# gbe_orun_status_ctrl

### src/rtl/gbe_orun_status_ctrl.sv
// Overrun event counter/status block for 10GbE cores: counts rising edges of each
// channel's overrun level, with arm/clear/freeze control and a packed status word.
module gbe_orun_status_ctrl #(
    parameter int NUM_CH = 4,
    parameter int CNT_W  = 7
) (
    input  logic              user_clk,
    input  logic              user_rst_n,
    input  logic [NUM_CH-1:0] orun_in,
    input  logic [31:0]       ctrl_in,
    output logic [31:0]       user_data_out,
    output logic              frozen
);

    typedef enum logic [1:0] {
        ST_DISARMED = 2'b00,
        ST_ARMED    = 2'b01,
        ST_FROZEN   = 2'b10
    } state_e;

    localparam logic [CNT_W-1:0] CNT_MAX    = '1;
    localparam logic [CNT_W-1:0] CNT_MAX_M1 = CNT_MAX - 1'b1;
    localparam logic [CNT_W-1:0] CNT_ONE    = {{(CNT_W-1){1'b0}}, 1'b1};

    logic              rst_meta_q;
    logic              rst_sync_q;
    state_e            state_q, state_d;
    logic [CNT_W-1:0]  cnt_q [NUM_CH];
    logic [CNT_W-1:0]  cnt_d [NUM_CH];
    logic [NUM_CH-1:0] orun_q;
    logic              clr_q;
    logic [31:0]       data_q, data_d;
    logic              frozen_q, frozen_d;

    logic              arm;
    logic              clr_lvl;
    logic              freeze_on_sat;
    logic              clr_edge;
    logic [NUM_CH-1:0] evt;
    logic              hit_max;
    logic              unused_ctrl;

    assign arm           = ctrl_in[0];
    assign clr_lvl       = ctrl_in[1];
    assign freeze_on_sat = ctrl_in[2];
    assign unused_ctrl   = ^ctrl_in[31:3];

    assign evt      = orun_in & ~orun_q;
    assign clr_edge = clr_lvl & ~clr_q;

    // Reset asserts immediately but releases two user_clk edges after user_rst_n rises.
    always_ff @(posedge user_clk or negedge user_rst_n) begin
        if (!user_rst_n) begin
            rst_meta_q <= 1'b0;
            rst_sync_q <= 1'b0;
        end else begin
            rst_meta_q <= 1'b1;
            rst_sync_q <= rst_meta_q;
        end
    end

    always_comb begin
        state_d = state_q;
        hit_max = 1'b0;
        for (int i = 0; i < NUM_CH; i++) begin
            cnt_d[i] = cnt_q[i];
        end

        if (clr_edge) begin
            // An event landing with the clear still counts when the block stays armed.
            state_d = arm ? ST_ARMED : ST_DISARMED;
            for (int i = 0; i < NUM_CH; i++) begin
                cnt_d[i] = (arm && evt[i]) ? CNT_ONE : '0;
            end
        end else begin
            case (state_q)
                ST_ARMED: begin
                    if (!arm) begin
                        state_d = ST_DISARMED;
                    end else begin
                        for (int i = 0; i < NUM_CH; i++) begin
                            if (evt[i] && (cnt_q[i] != CNT_MAX)) begin
                                cnt_d[i] = cnt_q[i] + CNT_ONE;
                                if (cnt_q[i] == CNT_MAX_M1) begin
                                    hit_max = 1'b1;
                                end
                            end
                        end
                        if (freeze_on_sat && hit_max) begin
                            state_d = ST_FROZEN;
                        end
                    end
                end
                ST_FROZEN: begin
                    state_d = ST_FROZEN;
                end
                default: begin
                    state_d = arm ? ST_ARMED : ST_DISARMED;
                end
            endcase
        end
    end

    // Status word is built from the registered counters and state, one edge behind them.
    always_comb begin
        data_d = '0;
        for (int i = 0; i < NUM_CH; i++) begin
            data_d[i*CNT_W +: CNT_W] = cnt_q[i];
        end
        data_d[31:30] = (state_q == ST_FROZEN) ? 2'b10 :
                        (state_q == ST_ARMED)  ? 2'b01 : 2'b00;
        frozen_d = (state_q == ST_FROZEN);
    end

    always_ff @(posedge user_clk or negedge rst_sync_q) begin
        if (!rst_sync_q) begin
            state_q  <= ST_DISARMED;
            orun_q   <= '0;
            clr_q    <= 1'b0;
            data_q   <= '0;
            frozen_q <= 1'b0;
            for (int i = 0; i < NUM_CH; i++) begin
                cnt_q[i] <= '0;
            end
        end else begin
            state_q  <= state_d;
            orun_q   <= orun_in;
            clr_q    <= clr_lvl;
            data_q   <= data_d;
            frozen_q <= frozen_d;
            for (int i = 0; i < NUM_CH; i++) begin
                cnt_q[i] <= cnt_d[i];
            end
        end
    end

    assign user_data_out = data_q;
    assign frozen        = frozen_q;

endmodule

### config.mk
export PLATFORM = sky130hd
export DESIGN_NAME = gbe_orun_status_ctrl
export DESIGN_NICKNAME = d
export VERILOG_FILES = /design/src/rtl/gbe_orun_status_ctrl.sv
export SDC_FILE = /design/constraint.sdc
export NUM_CORES = 1
export LEC_CHECK = 0
export CORE_ASPECT_RATIO = 1.4
export CORE_MARGIN = 2
export CORE_UTILIZATION = 45
export CTS_CLUSTER_DIAMETER = 150
export CTS_CLUSTER_SIZE = 24
export DETAILED_ROUTE_END_ITERATION = 16
export PLACE_DENSITY = 0.75
export SLEW_MARGIN = 20
export SYNTH_ARGS = -nofsm -noshare
export SYNTH_HDL_FRONTEND = slang
export SYNTH_SLANG_ARGS = --single-unit
### constraint.sdc
create_clock -name user_clk -period 2.4 [get_ports user_clk]
set_input_delay 0.48 -clock user_clk [delete_from_list [all_inputs] [get_ports user_clk]]
set_output_delay 0.48 -clock user_clk [all_outputs]
set_load 0.05 [all_outputs]
# fp_to_int

<file path="src/rtl/fp_pkg.sv">
// Shared definitions for the fp32 datapath: field positions, exponent landmarks,
// integer saturation limits and the enums used by the float-to-int converter.
package fp_pkg;

  localparam int SIGN_BIT  = 31;
  localparam int EXP_MSB   = 30;
  localparam int EXP_LSB   = 23;
  localparam int FRAC_W    = 23;

  localparam int BIAS      = 127;
  localparam int ALIGN_EXP = 150;
  localparam int OVF_EXP   = 158;

  localparam logic [31:0] INT_MAX     = 32'h7FFF_FFFF;
  localparam logic [31:0] INT_MIN     = 32'h8000_0000;
  localparam logic [31:0] FP_NEG_2P31 = 32'hCF00_0000;

  typedef enum logic [1:0] {
    ST_IDLE,
    ST_SHIFT,
    ST_DONE
  } state_t;

  typedef enum logic [2:0] {
    CLS_ZERO,
    CLS_UNDER,
    CLS_INTMIN,
    CLS_OVER,
    CLS_NORMAL
  } fp_class_t;

  typedef enum logic {
    DIR_RIGHT,
    DIR_LEFT
  } shift_dir_t;

  function automatic logic [31:0] saturate(input logic sign);
    return sign ? INT_MIN : INT_MAX;
  endfunction

endpackage

</file>
<file path="src/rtl/fp_classify.sv">
// Combinational classifier: sorts an fp32 operand into its conversion case and
// derives the alignment shift direction and distance used for normal values.
module fp_classify
  import fp_pkg::*;
(
  input  logic [31:0] i_a,
  output fp_class_t   o_class,
  output shift_dir_t  o_dir,
  output logic [4:0]  o_cnt
);

  logic [7:0]        w_exp;
  logic [FRAC_W-1:0] w_frac;

  assign w_exp  = i_a[EXP_MSB:EXP_LSB];
  assign w_frac = i_a[FRAC_W-1:0];

  // -2^31 is representable exactly, so it is tested before the overflow range.
  always_comb begin
    o_class = CLS_NORMAL;
    if (w_exp == 8'd0 && w_frac == '0) begin
      o_class = CLS_ZERO;
    end else if (w_exp < 8'(BIAS)) begin
      o_class = CLS_UNDER;
    end else if (i_a == FP_NEG_2P31) begin
      o_class = CLS_INTMIN;
    end else if (w_exp >= 8'(OVF_EXP)) begin
      o_class = CLS_OVER;
    end
  end

  always_comb begin
    if (w_exp >= 8'(ALIGN_EXP)) begin
      o_dir = DIR_LEFT;
      o_cnt = 5'(w_exp - 8'(ALIGN_EXP));
    end else begin
      o_dir = DIR_RIGHT;
      o_cnt = 5'(8'(ALIGN_EXP) - w_exp);
    end
  end

endmodule

</file>
<file path="src/rtl/fp_to_int.sv">
// Sequential fp32 to signed int32 converter (truncate toward zero) with a
// one-bit-per-cycle alignment shifter behind valid/ready handshakes.
module fp_to_int
  import fp_pkg::*;
(
  input  logic        clk,
  input  logic        rst,
  input  logic        in_valid,
  output logic        in_ready,
  input  logic [31:0] A,
  output logic        out_valid,
  input  logic        out_ready,
  output logic [31:0] result,
  output logic        overflag,
  output logic        underflag
);

  state_t     r_state;
  state_t     w_next_state;
  fp_class_t  w_class;
  shift_dir_t w_dir;
  logic [4:0] w_cnt;
  logic       w_accept;

  logic [31:0] r_mag;
  logic [4:0]  r_cnt;
  shift_dir_t  r_dir;
  logic        r_sign;
  logic [31:0] r_result;
  logic        r_over;
  logic        r_under;

  fp_classify u_classify (
    .i_a     (A),
    .o_class (w_class),
    .o_dir   (w_dir),
    .o_cnt   (w_cnt)
  );

  assign w_accept = in_valid && (r_state == ST_IDLE);

  always_ff @(posedge clk) begin
    if (rst) begin
      r_state <= ST_IDLE;
    end else begin
      r_state <= w_next_state;
    end
  end

  always_comb begin
    w_next_state = r_state;
    case (r_state)
      ST_IDLE: begin
        if (in_valid) begin
          w_next_state = (w_class == CLS_NORMAL) ? ST_SHIFT : ST_DONE;
        end
      end
      ST_SHIFT: begin
        if (r_cnt == 5'd0) begin
          w_next_state = ST_DONE;
        end
      end
      ST_DONE: begin
        if (out_ready) begin
          w_next_state = ST_IDLE;
        end
      end
      default: w_next_state = ST_IDLE;
    endcase
  end

  always_comb begin
    in_ready  = (r_state == ST_IDLE);
    out_valid = (r_state == ST_DONE);
  end

  // Special cases resolve at accept; normal values finish after the shift walk.
  always_ff @(posedge clk) begin
    if (rst) begin
      r_mag    <= '0;
      r_cnt    <= '0;
      r_dir    <= DIR_RIGHT;
      r_sign   <= 1'b0;
      r_result <= '0;
      r_over   <= 1'b0;
      r_under  <= 1'b0;
    end else if (w_accept) begin
      r_sign   <= A[SIGN_BIT];
      r_result <= '0;
      r_over   <= 1'b0;
      r_under  <= 1'b0;
      case (w_class)
        CLS_UNDER:  r_under <= 1'b1;
        CLS_INTMIN: r_result <= INT_MIN;
        CLS_OVER: begin
          r_over   <= 1'b1;
          r_result <= saturate(A[SIGN_BIT]);
        end
        CLS_NORMAL: begin
          r_mag <= {8'd0, 1'b1, A[FRAC_W-1:0]};
          r_cnt <= w_cnt;
          r_dir <= w_dir;
        end
        default: ;
      endcase
    end else if (r_state == ST_SHIFT) begin
      if (r_cnt != 5'd0) begin
        r_mag <= (r_dir == DIR_LEFT) ? {r_mag[30:0], 1'b0} : {1'b0, r_mag[31:1]};
        r_cnt <= r_cnt - 5'd1;
      end else begin
        r_result <= r_sign ? (~r_mag + 32'd1) : r_mag;
      end
    end
  end

  assign result    = r_result;
  assign overflag  = r_over;
  assign underflag = r_under;

endmodule
</file>
<file path="config.mk">
export PLATFORM = sky130hd
export DESIGN_NAME = fp_to_int
export DESIGN_NICKNAME = d
export VERILOG_FILES = /design/src/rtl/fp_pkg.sv /design/src/rtl/fp_classify.sv /design/src/rtl/fp_to_int.sv
export SDC_FILE = /design/constraint.sdc
export NUM_CORES = 1
export LEC_CHECK = 0
export ABC_CLOCK_PERIOD_IN_PS = 3600
export CORE_UTILIZATION = 45
export CTS_CLUSTER_SIZE = 16
export DETAILED_ROUTE_END_ITERATION = 8
export PLACE_DENSITY = 0.77
export SETUP_SLACK_MARGIN = 0.05
export SLEW_MARGIN = 20
export SYNTH_ARGS = -nofsm -noshare
export SYNTH_HDL_FRONTEND = slang
export SYNTH_HIERARCHICAL = 1
export SYNTH_SLANG_ARGS = --single-unit
</file>
<file path="constraint.sdc">
create_clock -name clk -period 3.6 [get_ports clk]
set_clock_uncertainty 0.15 [all_clocks]
set_input_delay 0.54 -clock clk [delete_from_list [all_inputs] [get_ports clk]]
set_output_delay 0.54 -clock clk [all_outputs]
set_load 0.01 [all_outputs]
</file>
# id_branch_stage_flat

### src/rtl/cpu_defs.sv
// -----------------------------------------------------------------------------
// cpu_defs
// Shared definitions for the 5-stage MIPS core.
// Holds the opcode/funct encodings used by decode-side control-transfer logic,
// the fetch start address, the nop word, and a small decode helper.
// No ports (package).
// -----------------------------------------------------------------------------
package cpu_defs;

    // Primary opcodes (instr[31:26])
    localparam logic [5:0] OP_RTYPE = 6'b000000;
    localparam logic [5:0] OP_BEQ   = 6'b000100;
    localparam logic [5:0] OP_BNE   = 6'b000101;
    localparam logic [5:0] OP_J     = 6'b000010;
    localparam logic [5:0] OP_JAL   = 6'b000011;

    // R-type function codes (instr[5:0])
    localparam logic [5:0] FN_JR    = 6'b001000;
    localparam logic [5:0] FN_JALR  = 6'b001001;

    // Fetch start address and the bubble word loaded on clear/reset
    localparam logic [31:0] RESET_PC = 32'h0000_3000;
    localparam logic [31:0] NOP      = 32'h0000_0000;

    // Kind of control transfer encoded by an instruction word
    typedef enum logic [2:0] {
        XF_NONE,
        XF_BEQ,
        XF_BNE,
        XF_J,
        XF_JAL,
        XF_JR,
        XF_JALR
    } xfer_e;

    function automatic xfer_e decode_xfer(input logic [31:0] instr);
        xfer_e kind;
        kind = XF_NONE;
        case (instr[31:26])
            OP_BEQ:   kind = XF_BEQ;
            OP_BNE:   kind = XF_BNE;
            OP_J:     kind = XF_J;
            OP_JAL:   kind = XF_JAL;
            OP_RTYPE: begin
                if (instr[5:0] == FN_JR)
                    kind = XF_JR;
                else if (instr[5:0] == FN_JALR)
                    kind = XF_JALR;
            end
            default:  kind = XF_NONE;
        endcase
        return kind;
    endfunction

endpackage

### src/rtl/id_branch_stage_if.sv
// -----------------------------------------------------------------------------
// id_branch_stage_if
// Bundles the IF-side inputs, hazard controls, forwarded operands and the
// decode-stage outputs of id_branch_stage.
//   master : drives if_pc/if_instr/stall/clr/rs_val/rt_val, observes D outputs
//   slave  : the decode stage itself
// -----------------------------------------------------------------------------
interface id_branch_stage_if;

    logic [31:0] if_pc;        // PC of the instruction in IF
    logic [31:0] if_instr;     // instruction word in IF
    logic        stall;        // hold IF/ID register
    logic        clr;          // load a bubble instead of the IF instruction
    logic [31:0] rs_val;       // forwarded GPR[rs] for the D instruction
    logic [31:0] rt_val;       // forwarded GPR[rt] for the D instruction

    logic [31:0] npc;          // next fetch address
    logic [31:0] d_pc;         // PC of the D instruction
    logic [31:0] d_instr;      // D instruction word (0 = nop)
    logic        d_valid;      // D holds a real instruction
    logic [4:0]  d_rs;         // instr[25:21]
    logic [4:0]  d_rt;         // instr[20:16]
    logic        br_taken;     // D control transfer taken this cycle
    logic        d_link;       // D is jal/jalr
    logic [31:0] d_link_addr;  // d_pc + 8

    modport master (
        output if_pc, if_instr, stall, clr, rs_val, rt_val,
        input  npc, d_pc, d_instr, d_valid, d_rs, d_rt,
               br_taken, d_link, d_link_addr
    );

    modport slave (
        input  if_pc, if_instr, stall, clr, rs_val, rt_val,
        output npc, d_pc, d_instr, d_valid, d_rs, d_rt,
               br_taken, d_link, d_link_addr
    );

endinterface

### src/rtl/branch_cmp.sv
// -----------------------------------------------------------------------------
// branch_cmp
// 32-bit equality comparator for branch resolution in D.
//   i_a, i_b : forwarded operands
//   o_eq     : i_a == i_b
//   o_ne     : i_a != i_b
// -----------------------------------------------------------------------------
module branch_cmp (
    input  logic [31:0] i_a,
    input  logic [31:0] i_b,
    output logic        o_eq,
    output logic        o_ne
);

    logic w_eq;

    assign w_eq = (i_a == i_b);
    assign o_eq = w_eq;
    assign o_ne = ~w_eq;

endmodule

### src/rtl/id_branch_stage.sv
// -----------------------------------------------------------------------------
// id_branch_stage
// Decode-side stage behind the fetch unit. Holds the IF/ID register with
// stall/clear control, resolves beq/bne/j/jal/jr/jalr in D from forwarded
// operands and returns the next fetch address. One architectural delay slot:
// the IF instruction is never squashed by a taken transfer.
//   clk   : rising-edge clock
//   reset : synchronous, active-high
//   bus   : id_branch_stage_if.slave (IF inputs, hazard controls, forwarded
//           operands in; npc and D-stage decode outputs out)
// -----------------------------------------------------------------------------
module id_branch_stage #(
    parameter logic [31:0] RESET_PC = cpu_defs::RESET_PC
) (
    input  logic               clk,
    input  logic               reset,
    id_branch_stage_if.slave   bus
);

    import cpu_defs::*;

    // The fetch unit starts at RESET_PC and all npc arithmetic here is plain
    // +4 / word-offset math, so a misaligned start would never realign.
    if (RESET_PC[1:0] != 2'b00) begin : g_reset_pc_misaligned
    end

    logic [31:0] r_pc_p1;
    logic [31:0] r_instr_p1;
    logic        r_vld_p1;

    // ---- IF -> D boundary: IF/ID pipeline register ----
    always_ff @(posedge clk) begin
        if (reset) begin
            r_pc_p1    <= 32'h0000_0000;
            r_instr_p1 <= NOP;
            r_vld_p1   <= 1'b0;
        end else if (!bus.stall) begin
            r_pc_p1 <= bus.if_pc;
            if (bus.clr) begin
                r_instr_p1 <= NOP;
                r_vld_p1   <= 1'b0;
            end else begin
                r_instr_p1 <= bus.if_instr;
                r_vld_p1   <= 1'b1;
            end
        end
    end

    // ---- D stage: decode, compare, target select ----
    logic        w_eq;
    logic        w_ne;
    xfer_e       w_xfer;
    logic [31:0] w_pc_plus4;
    logic [31:0] w_br_target;
    logic [31:0] w_j_target;
    logic [31:0] w_target;
    logic        w_xfer_taken;
    logic        w_is_link;
    logic        w_br_taken;

    branch_cmp u_cmp (
        .i_a  (bus.rs_val),
        .i_b  (bus.rt_val),
        .o_eq (w_eq),
        .o_ne (w_ne)
    );

    function automatic logic [31:0] branch_offset(input logic [15:0] imm);
        return {{14{imm[15]}}, imm, 2'b00};
    endfunction

    always_comb begin
        w_xfer       = decode_xfer(r_instr_p1);
        w_pc_plus4   = r_pc_p1 + 32'd4;
        w_br_target  = w_pc_plus4 + branch_offset(r_instr_p1[15:0]);
        w_j_target   = {w_pc_plus4[31:28], r_instr_p1[25:0], 2'b00};
        w_target     = w_pc_plus4;
        w_xfer_taken = 1'b0;
        w_is_link    = 1'b0;
        case (w_xfer)
            XF_BEQ:  begin w_xfer_taken = w_eq; w_target = w_br_target; end
            XF_BNE:  begin w_xfer_taken = w_ne; w_target = w_br_target; end
            XF_J:    begin w_xfer_taken = 1'b1; w_target = w_j_target;  end
            XF_JAL:  begin w_xfer_taken = 1'b1; w_target = w_j_target;  w_is_link = 1'b1; end
            XF_JR:   begin w_xfer_taken = 1'b1; w_target = bus.rs_val;  end
            XF_JALR: begin w_xfer_taken = 1'b1; w_target = bus.rs_val;  w_is_link = 1'b1; end
            default: begin w_xfer_taken = 1'b0; w_target = w_pc_plus4;  end
        endcase
    end

    // A bubble in D must never redirect fetch or request a link write, even
    // though its zero word decodes cleanly.
    assign w_br_taken = r_vld_p1 & w_xfer_taken;

    // Computed regardless of stall; the fetch unit is disabled while stalled,
    // so a pending redirect lands on the first non-stalled edge.
    assign bus.npc         = w_br_taken ? w_target : (bus.if_pc + 32'd4);
    assign bus.br_taken    = w_br_taken;
    assign bus.d_link      = r_vld_p1 & w_is_link;
    assign bus.d_link_addr = r_pc_p1 + 32'd8;
    assign bus.d_pc        = r_pc_p1;
    assign bus.d_instr     = r_instr_p1;
    assign bus.d_valid     = r_vld_p1;
    assign bus.d_rs        = r_instr_p1[25:21];
    assign bus.d_rt        = r_instr_p1[20:16];

endmodule

### src/flat_wrapper.sv
// flat-port wrapper written by rule: the top's interface ports become plain ports
module id_branch_stage_flat import cpu_defs::*;
#(
    parameter logic [31:0] RESET_PC = cpu_defs::RESET_PC
)
  (clk, reset, bus_if_pc, bus_if_instr, bus_stall, bus_clr, bus_rs_val, bus_rt_val, bus_npc, bus_d_pc, bus_d_instr, bus_d_valid, bus_d_rs, bus_d_rt, bus_br_taken, bus_d_link, bus_d_link_addr);
  id_branch_stage_if bus_i ();
  input  logic clk;
  input  logic reset;
  input wire logic [$bits(bus_i.if_pc)-1:0] bus_if_pc;
  input wire logic [$bits(bus_i.if_instr)-1:0] bus_if_instr;
  input wire logic [$bits(bus_i.stall)-1:0] bus_stall;
  input wire logic [$bits(bus_i.clr)-1:0] bus_clr;
  input wire logic [$bits(bus_i.rs_val)-1:0] bus_rs_val;
  input wire logic [$bits(bus_i.rt_val)-1:0] bus_rt_val;
  output wire logic [$bits(bus_i.npc)-1:0] bus_npc;
  output wire logic [$bits(bus_i.d_pc)-1:0] bus_d_pc;
  output wire logic [$bits(bus_i.d_instr)-1:0] bus_d_instr;
  output wire logic [$bits(bus_i.d_valid)-1:0] bus_d_valid;
  output wire logic [$bits(bus_i.d_rs)-1:0] bus_d_rs;
  output wire logic [$bits(bus_i.d_rt)-1:0] bus_d_rt;
  output wire logic [$bits(bus_i.br_taken)-1:0] bus_br_taken;
  output wire logic [$bits(bus_i.d_link)-1:0] bus_d_link;
  output wire logic [$bits(bus_i.d_link_addr)-1:0] bus_d_link_addr;
  assign bus_i.if_pc = bus_if_pc;
  assign bus_i.if_instr = bus_if_instr;
  assign bus_i.stall = bus_stall;
  assign bus_i.clr = bus_clr;
  assign bus_i.rs_val = bus_rs_val;
  assign bus_i.rt_val = bus_rt_val;
  assign bus_npc = bus_i.npc;
  assign bus_d_pc = bus_i.d_pc;
  assign bus_d_instr = bus_i.d_instr;
  assign bus_d_valid = bus_i.d_valid;
  assign bus_d_rs = bus_i.d_rs;
  assign bus_d_rt = bus_i.d_rt;
  assign bus_br_taken = bus_i.br_taken;
  assign bus_d_link = bus_i.d_link;
  assign bus_d_link_addr = bus_i.d_link_addr;
  id_branch_stage #(.RESET_PC(RESET_PC)) u_core (.clk(clk), .reset(reset), .bus(bus_i));
endmodule
### config.mk
export PLATFORM = sky130hd
export DESIGN_NAME = id_branch_stage_flat
export DESIGN_NICKNAME = d
export VERILOG_FILES = /design/src/rtl/cpu_defs.sv /design/src/rtl/id_branch_stage_if.sv /design/src/rtl/branch_cmp.sv /design/src/rtl/id_branch_stage.sv /design/src/flat_wrapper.sv
export SDC_FILE = /design/constraint.sdc
export NUM_CORES = 1
export LEC_CHECK = 0
export ABC_AREA = 1
export CORE_MARGIN = 2
export CORE_UTILIZATION = 35
export DETAILED_ROUTE_END_ITERATION = 16
export SKIP_LAST_GASP = 1
export SYNTH_ARGS = -nofsm -noshare
export SYNTH_HDL_FRONTEND = slang
export SYNTH_SLANG_ARGS = --single-unit
### constraint.sdc
create_clock -name clk -period 6.4 [get_ports clk]
set_clock_uncertainty 0.2 [all_clocks]
set_input_delay 1.6 -clock clk [delete_from_list [all_inputs] [get_ports clk]]
set_output_delay 1.6 -clock clk [all_outputs]
set_load 0.005 [all_outputs]
gbe_orun_status_ctrl/layer_met3.png
The bar under the picture is 20 um long. Cells faint in the background.
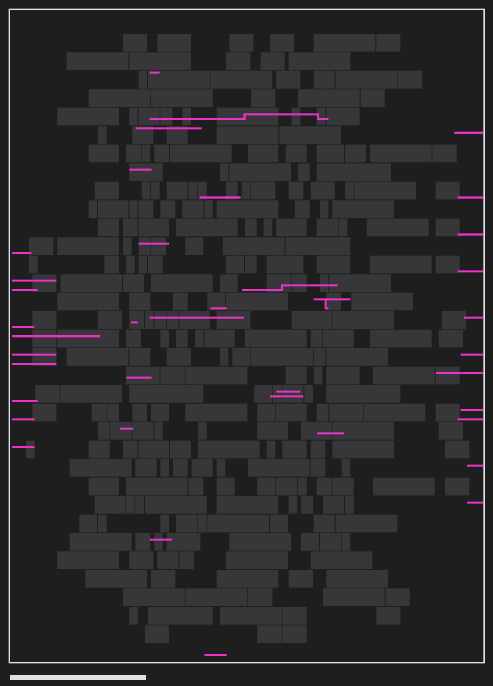
longest straight run: 13.8 um
wire length on this layer: 198 um
nets with wire on the layer: 30
share of all routed wire: 4.2%
main direction: horizontal
global routing met3 resource utilization: 3.25%
total detailed-routing wirelength: 4.73 mm
detailed-route via count: 1800

gbe_orun_status_ctrl/congestion.png
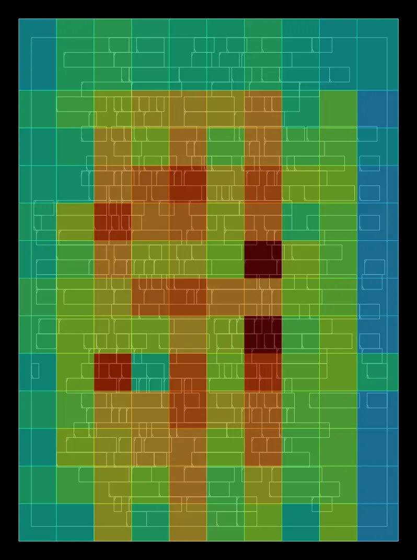
Wirelength per Cell: 13.8 um
final cell utilization of the core: 58.8%

==> notes.org, gbe_orun_status_ctrl <==
#+TITLE: Flow metrics

** Layout
- Sequential cells placed in the final layout were counted as 67.
- The register with the most flip-flops in the layout has 30 of them.
- Per the run report, area growth between synthesis and finish was 26.9%.

** Critical path
- Number of gates on the worst path with buffers counted :: 1
- Critical-path maximum fanout :: 2
- Number of cell instances on the worst register-to-register path :: 7
- For the worst reg-to-reg path, the endpoint reported by OpenROAD is cnt_q[19].

** Placement
- Routability Congestion :: about 0.76
- Worst slack after detailed placement :: 0.157 ns

** Floorplan
- Tap insertion was completed with 70 tapcells.
- The die is 69.7 um wide.
- Init Core Util :: 46.3%
- The floorplan step defined a core boundary enclosing slightly below 6000 um2.

** Drt
- Max Used Layer :: met4
- After detailed routing, the met3 layer carries 197 um of wire.
- Per the detail_route report, DRC violations left total 0.
- Detailed Routing Iterations Pass 1 :: 4

** Power and ir drop
- The internal portion of the total power is 2.02 mW.
- In this run, power in flip-flops and latches comes to 1.25 mW.
- The worst VDD IR drop from the latest analysis is 432 uV.

** Final timing
- Count of final max-slew check failures :: 0
- Hold violation count in the final report :: 0

** Yosys
- The commonest cells after synthesis are dfrtp_1 (67), nor2_1 (24), xor2_1 (13), inv_1 (12), nand2_1 (11).
- Cell with the most instances after synthesis :: dfrtp_1
- Of the post-synthesis cell area, the dominant cell type holds 61.7%.
- Mux share of post-synthesis cell area :: about 1.5%

** Status
- Result of the run :: finished clean
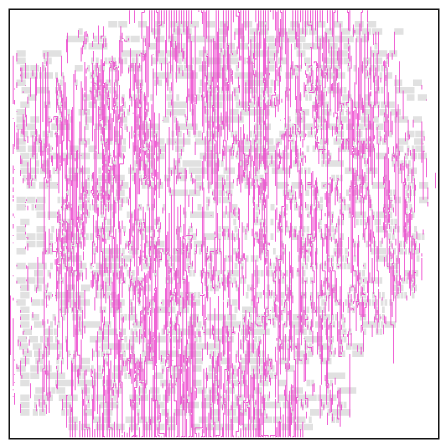
id_branch_stage_flat/layer_met2.png
Cells faint in the background.
nets with wire on the layer: 1495
main direction: vertical
wire length on this layer: 17500 um
longest straight run: 77.9 um
share of all routed wire: 46%

id_branch_stage_flat/layer_met3.png
The bar under the picture is 50 um long. Cells faint in the background.
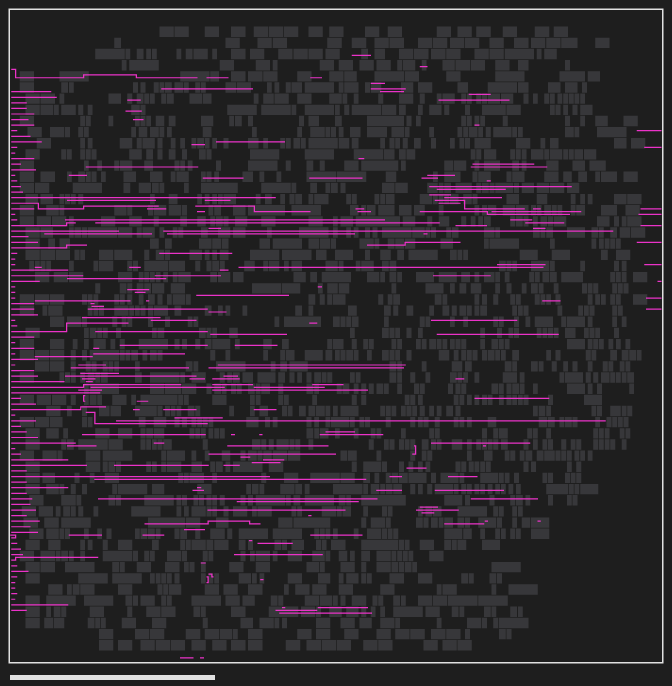
nets with wire on the layer: 231
share of all routed wire: 8.4%
wire length on this layer: 3200 um
main direction: horizontal

==> notes.org, id_branch_stage_flat <==
#+TITLE: Flow metrics

** Status
- The run finished with clean final reports.

** Critical path
- The OpenROAD report gives the critical path a data arrival time of 4.37 ns.
- In this run the critical path is formed by nand2_1, nor2_1, nand2_1, nor2_1, xor2_1, ha_1, nand2_1, inv_1, nand2_1, nand2_1, a21oi_1, nand2_2, or2_2, nand3_1, nand4_1, nand2_1, nand2_1, clkdlybuf4s50_1.
- The worst setup path is captured at a primary output.
- Critical-path maximum fanout :: 5

** Layout
- The layout report lists the clock-cell share of area as 2.82%.
- Multi-input logic gates represent a cell area share of 51.8%.
- Counting plain and timing-repair buffers in the layout gives around 290.
- Layout area overhead :: 39.0%
- Layout cell share with drive strength beyond 1 :: ~5.7%
- The top cell types in the final layout, fill and taps aside, are nand2_1 (615), clkdlybuf4s50_1 (270), inv_1 (195).
- At the end of the flow the core is filled with cells to approximately half.

** Floorplan
- Taps Inserted :: 319

** Yosys
- Of the total synthesized cell area, the portion taken by full adders, half adders and majority gates is 5.60%.
- Top FF cell, synth :: dfxtp_1
- Cell with the most instances after synthesis :: nand2_1
- Area leader share :: 27.5%
- The synthesis run shows multiplexers occupying 0.357% of the cell area.
- Post-synthesis cell area :: 8410 um2

** Power and ir drop
- The power report lists the combinational group at 0.542 mW.

** Final timing
- Peak Freq :: 0.162 GHz
- The smallest clock period supported by the final layout is computed as 6.17 ns.

** Drt
- The routed design uses around 17 mm of met2 wire.
- The routed design shows a via density per instance of slightly below 5.

** Placement
- At the end of routability-driven placement, the weighted congestion stood at 0.948.

** Clock network
- In this run the clock root is driven by a clkbuf_16.
- The H-tree was split into 3 levels.
- The CTS log lists the clock sinks for this run as 65.
fp_to_int/layer_met3.png
The bar under the picture is 20 um long. Cells faint in the background.
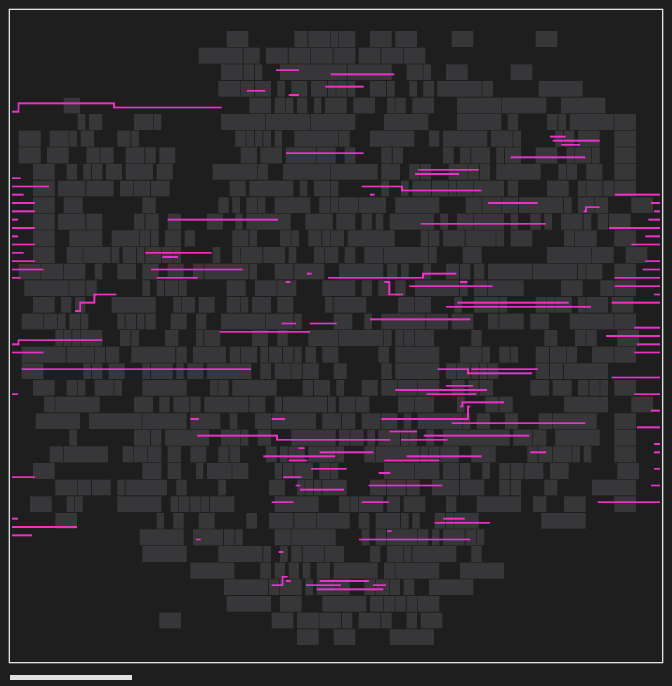
wire length on this layer: 860 um
main direction: horizontal
longest straight run: 37.3 um
total detailed-routing wirelength: 14.1 mm
global routing met3 resource utilization: 4.44%

==> notes.org, fp_to_int <==
#+TITLE: Flow metrics

** Status
- The flow ran to the end, and the final reports show no timing, DRC or antenna violations.

** Yosys
- The chip area line in the Yosys stat output reads 4940 um2.
- The synthesized netlist devotes 2.03% of its cell area to adder and majority cells.
- Post-synthesis share of cell area spent on and-or and or-and gates :: 22.2%
- Cell accounting for the most synthesized area :: dfxtp_1
- Total of flip-flops plus latches after synthesis :: 75
- Post-synthesis cell area :: 4940 um2
- The synthesized instance count is 636.
- Top cells by count :: nand2_1 (81), dfxtp_1 (75), a21oi_1 (65), nor2_1 (48), clkbuf_1 (34)

** Power and ir drop
- Comb group :: 0.313 mW
- Worst-case vdd ir drop :: 161 uV
- The internal power of the cells totals 1.41 mW.
- Registers are responsible for 45.3% of the overall power.
- Summing internal, switching and leakage power gives 1.93 mW.

** Final timing
- The clock period could shrink to roughly 3.2 ns.
- Setup TNS :: 0 ns
- Count of final max-slew check failures :: 0
- The worst-case max-slew headroom was logged as 46.9%.

** Critical path
- Setup crit start kind :: primary input
- For reference, the critical path is captured by result[8].
- Worst Path Buf+Inv :: 1
- STA classifies the critical path endpoint as a flip-flop.
- For this design, the slowest cell found on the critical path is nor4_1.

** Layout
- Among logic cells in the layout, the one with the most instances is nand2_1.
- For this run, the share of the core covered by cells in the final layout is 56.5%.
- By area, multi-input combinational cells come first.
- The number of antenna diodes in the final layout is 0.
- There are 75 flip-flops and latches.
- The finished layout holds approximately 810 standard cells, fillers aside.
- For this run, the post-layout net count is 715.

** GRT
- Entering global routing, the biggest net connects 41 pins.
- met2 track demand over resource after global routing is 42.4%.

** Drt
- The detail route stage leaves a number of antenna-violating nets equal to 0.
- Wirelength per Cell :: 17.4 um
- Total met3 wirelength after detailed routing :: 859 um

** Clock network
- The report lists the number of cells resized after CTS as 0.
- Count of clock tree sinks :: 75
- H-tree levels :: 3
- CTS clock-pin slew for the worst setup and hold paths :: approximately 0.080 ns

** Placement
- Post-DP HPWL :: 9.98 mm

** Flow run
- The stage logs contain a warning count of 30.

** Floorplan
- In this run the horizontal extent of the chip is 107 um.
- Std-Cell Core Area :: 10500 um2


==> notes/layouts.md <==
Pictures saved along the way, in no particular order.

Routed clock nets over the placement.
(a)
The bar under the picture is 20 um long.
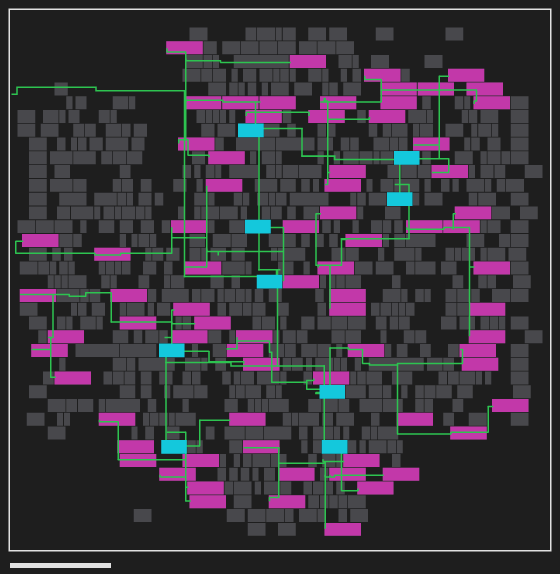
(b)
The bar under the picture is 20 um long.
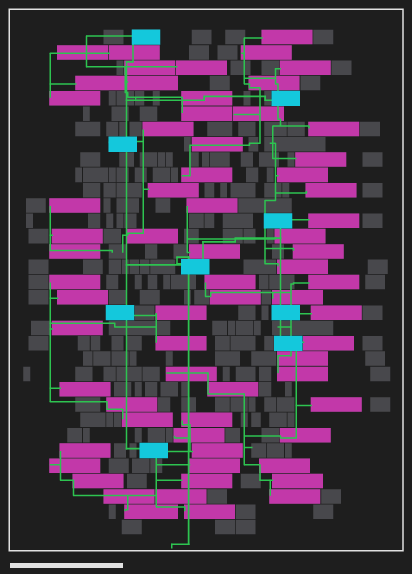
(c)
The bar under the picture is 50 um long.
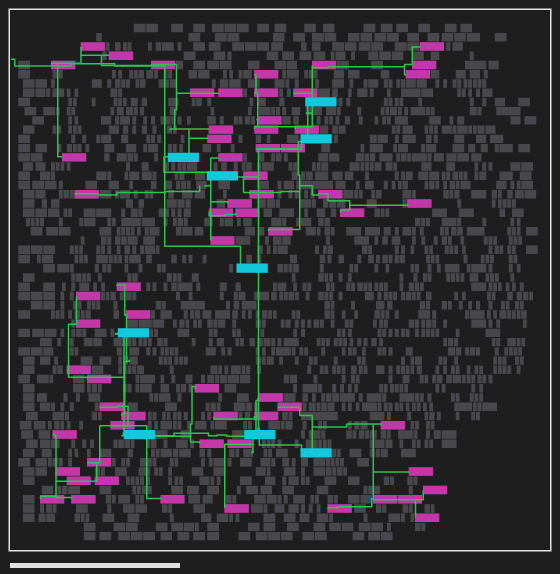
(c) is id_branch_stage_flat.
(b) is gbe_orun_status_ctrl.
(a) is fp_to_int.

Key to (c):
legend:
  green:
    item: clock wires
    length: 1260 um
  magenta:
    item: flip-flops
    count: 65
  cyan:
    item: clock drivers
    count: 9
flops lie: widely spread

No activity file was given, so power comes from the tool's default toggle rates.
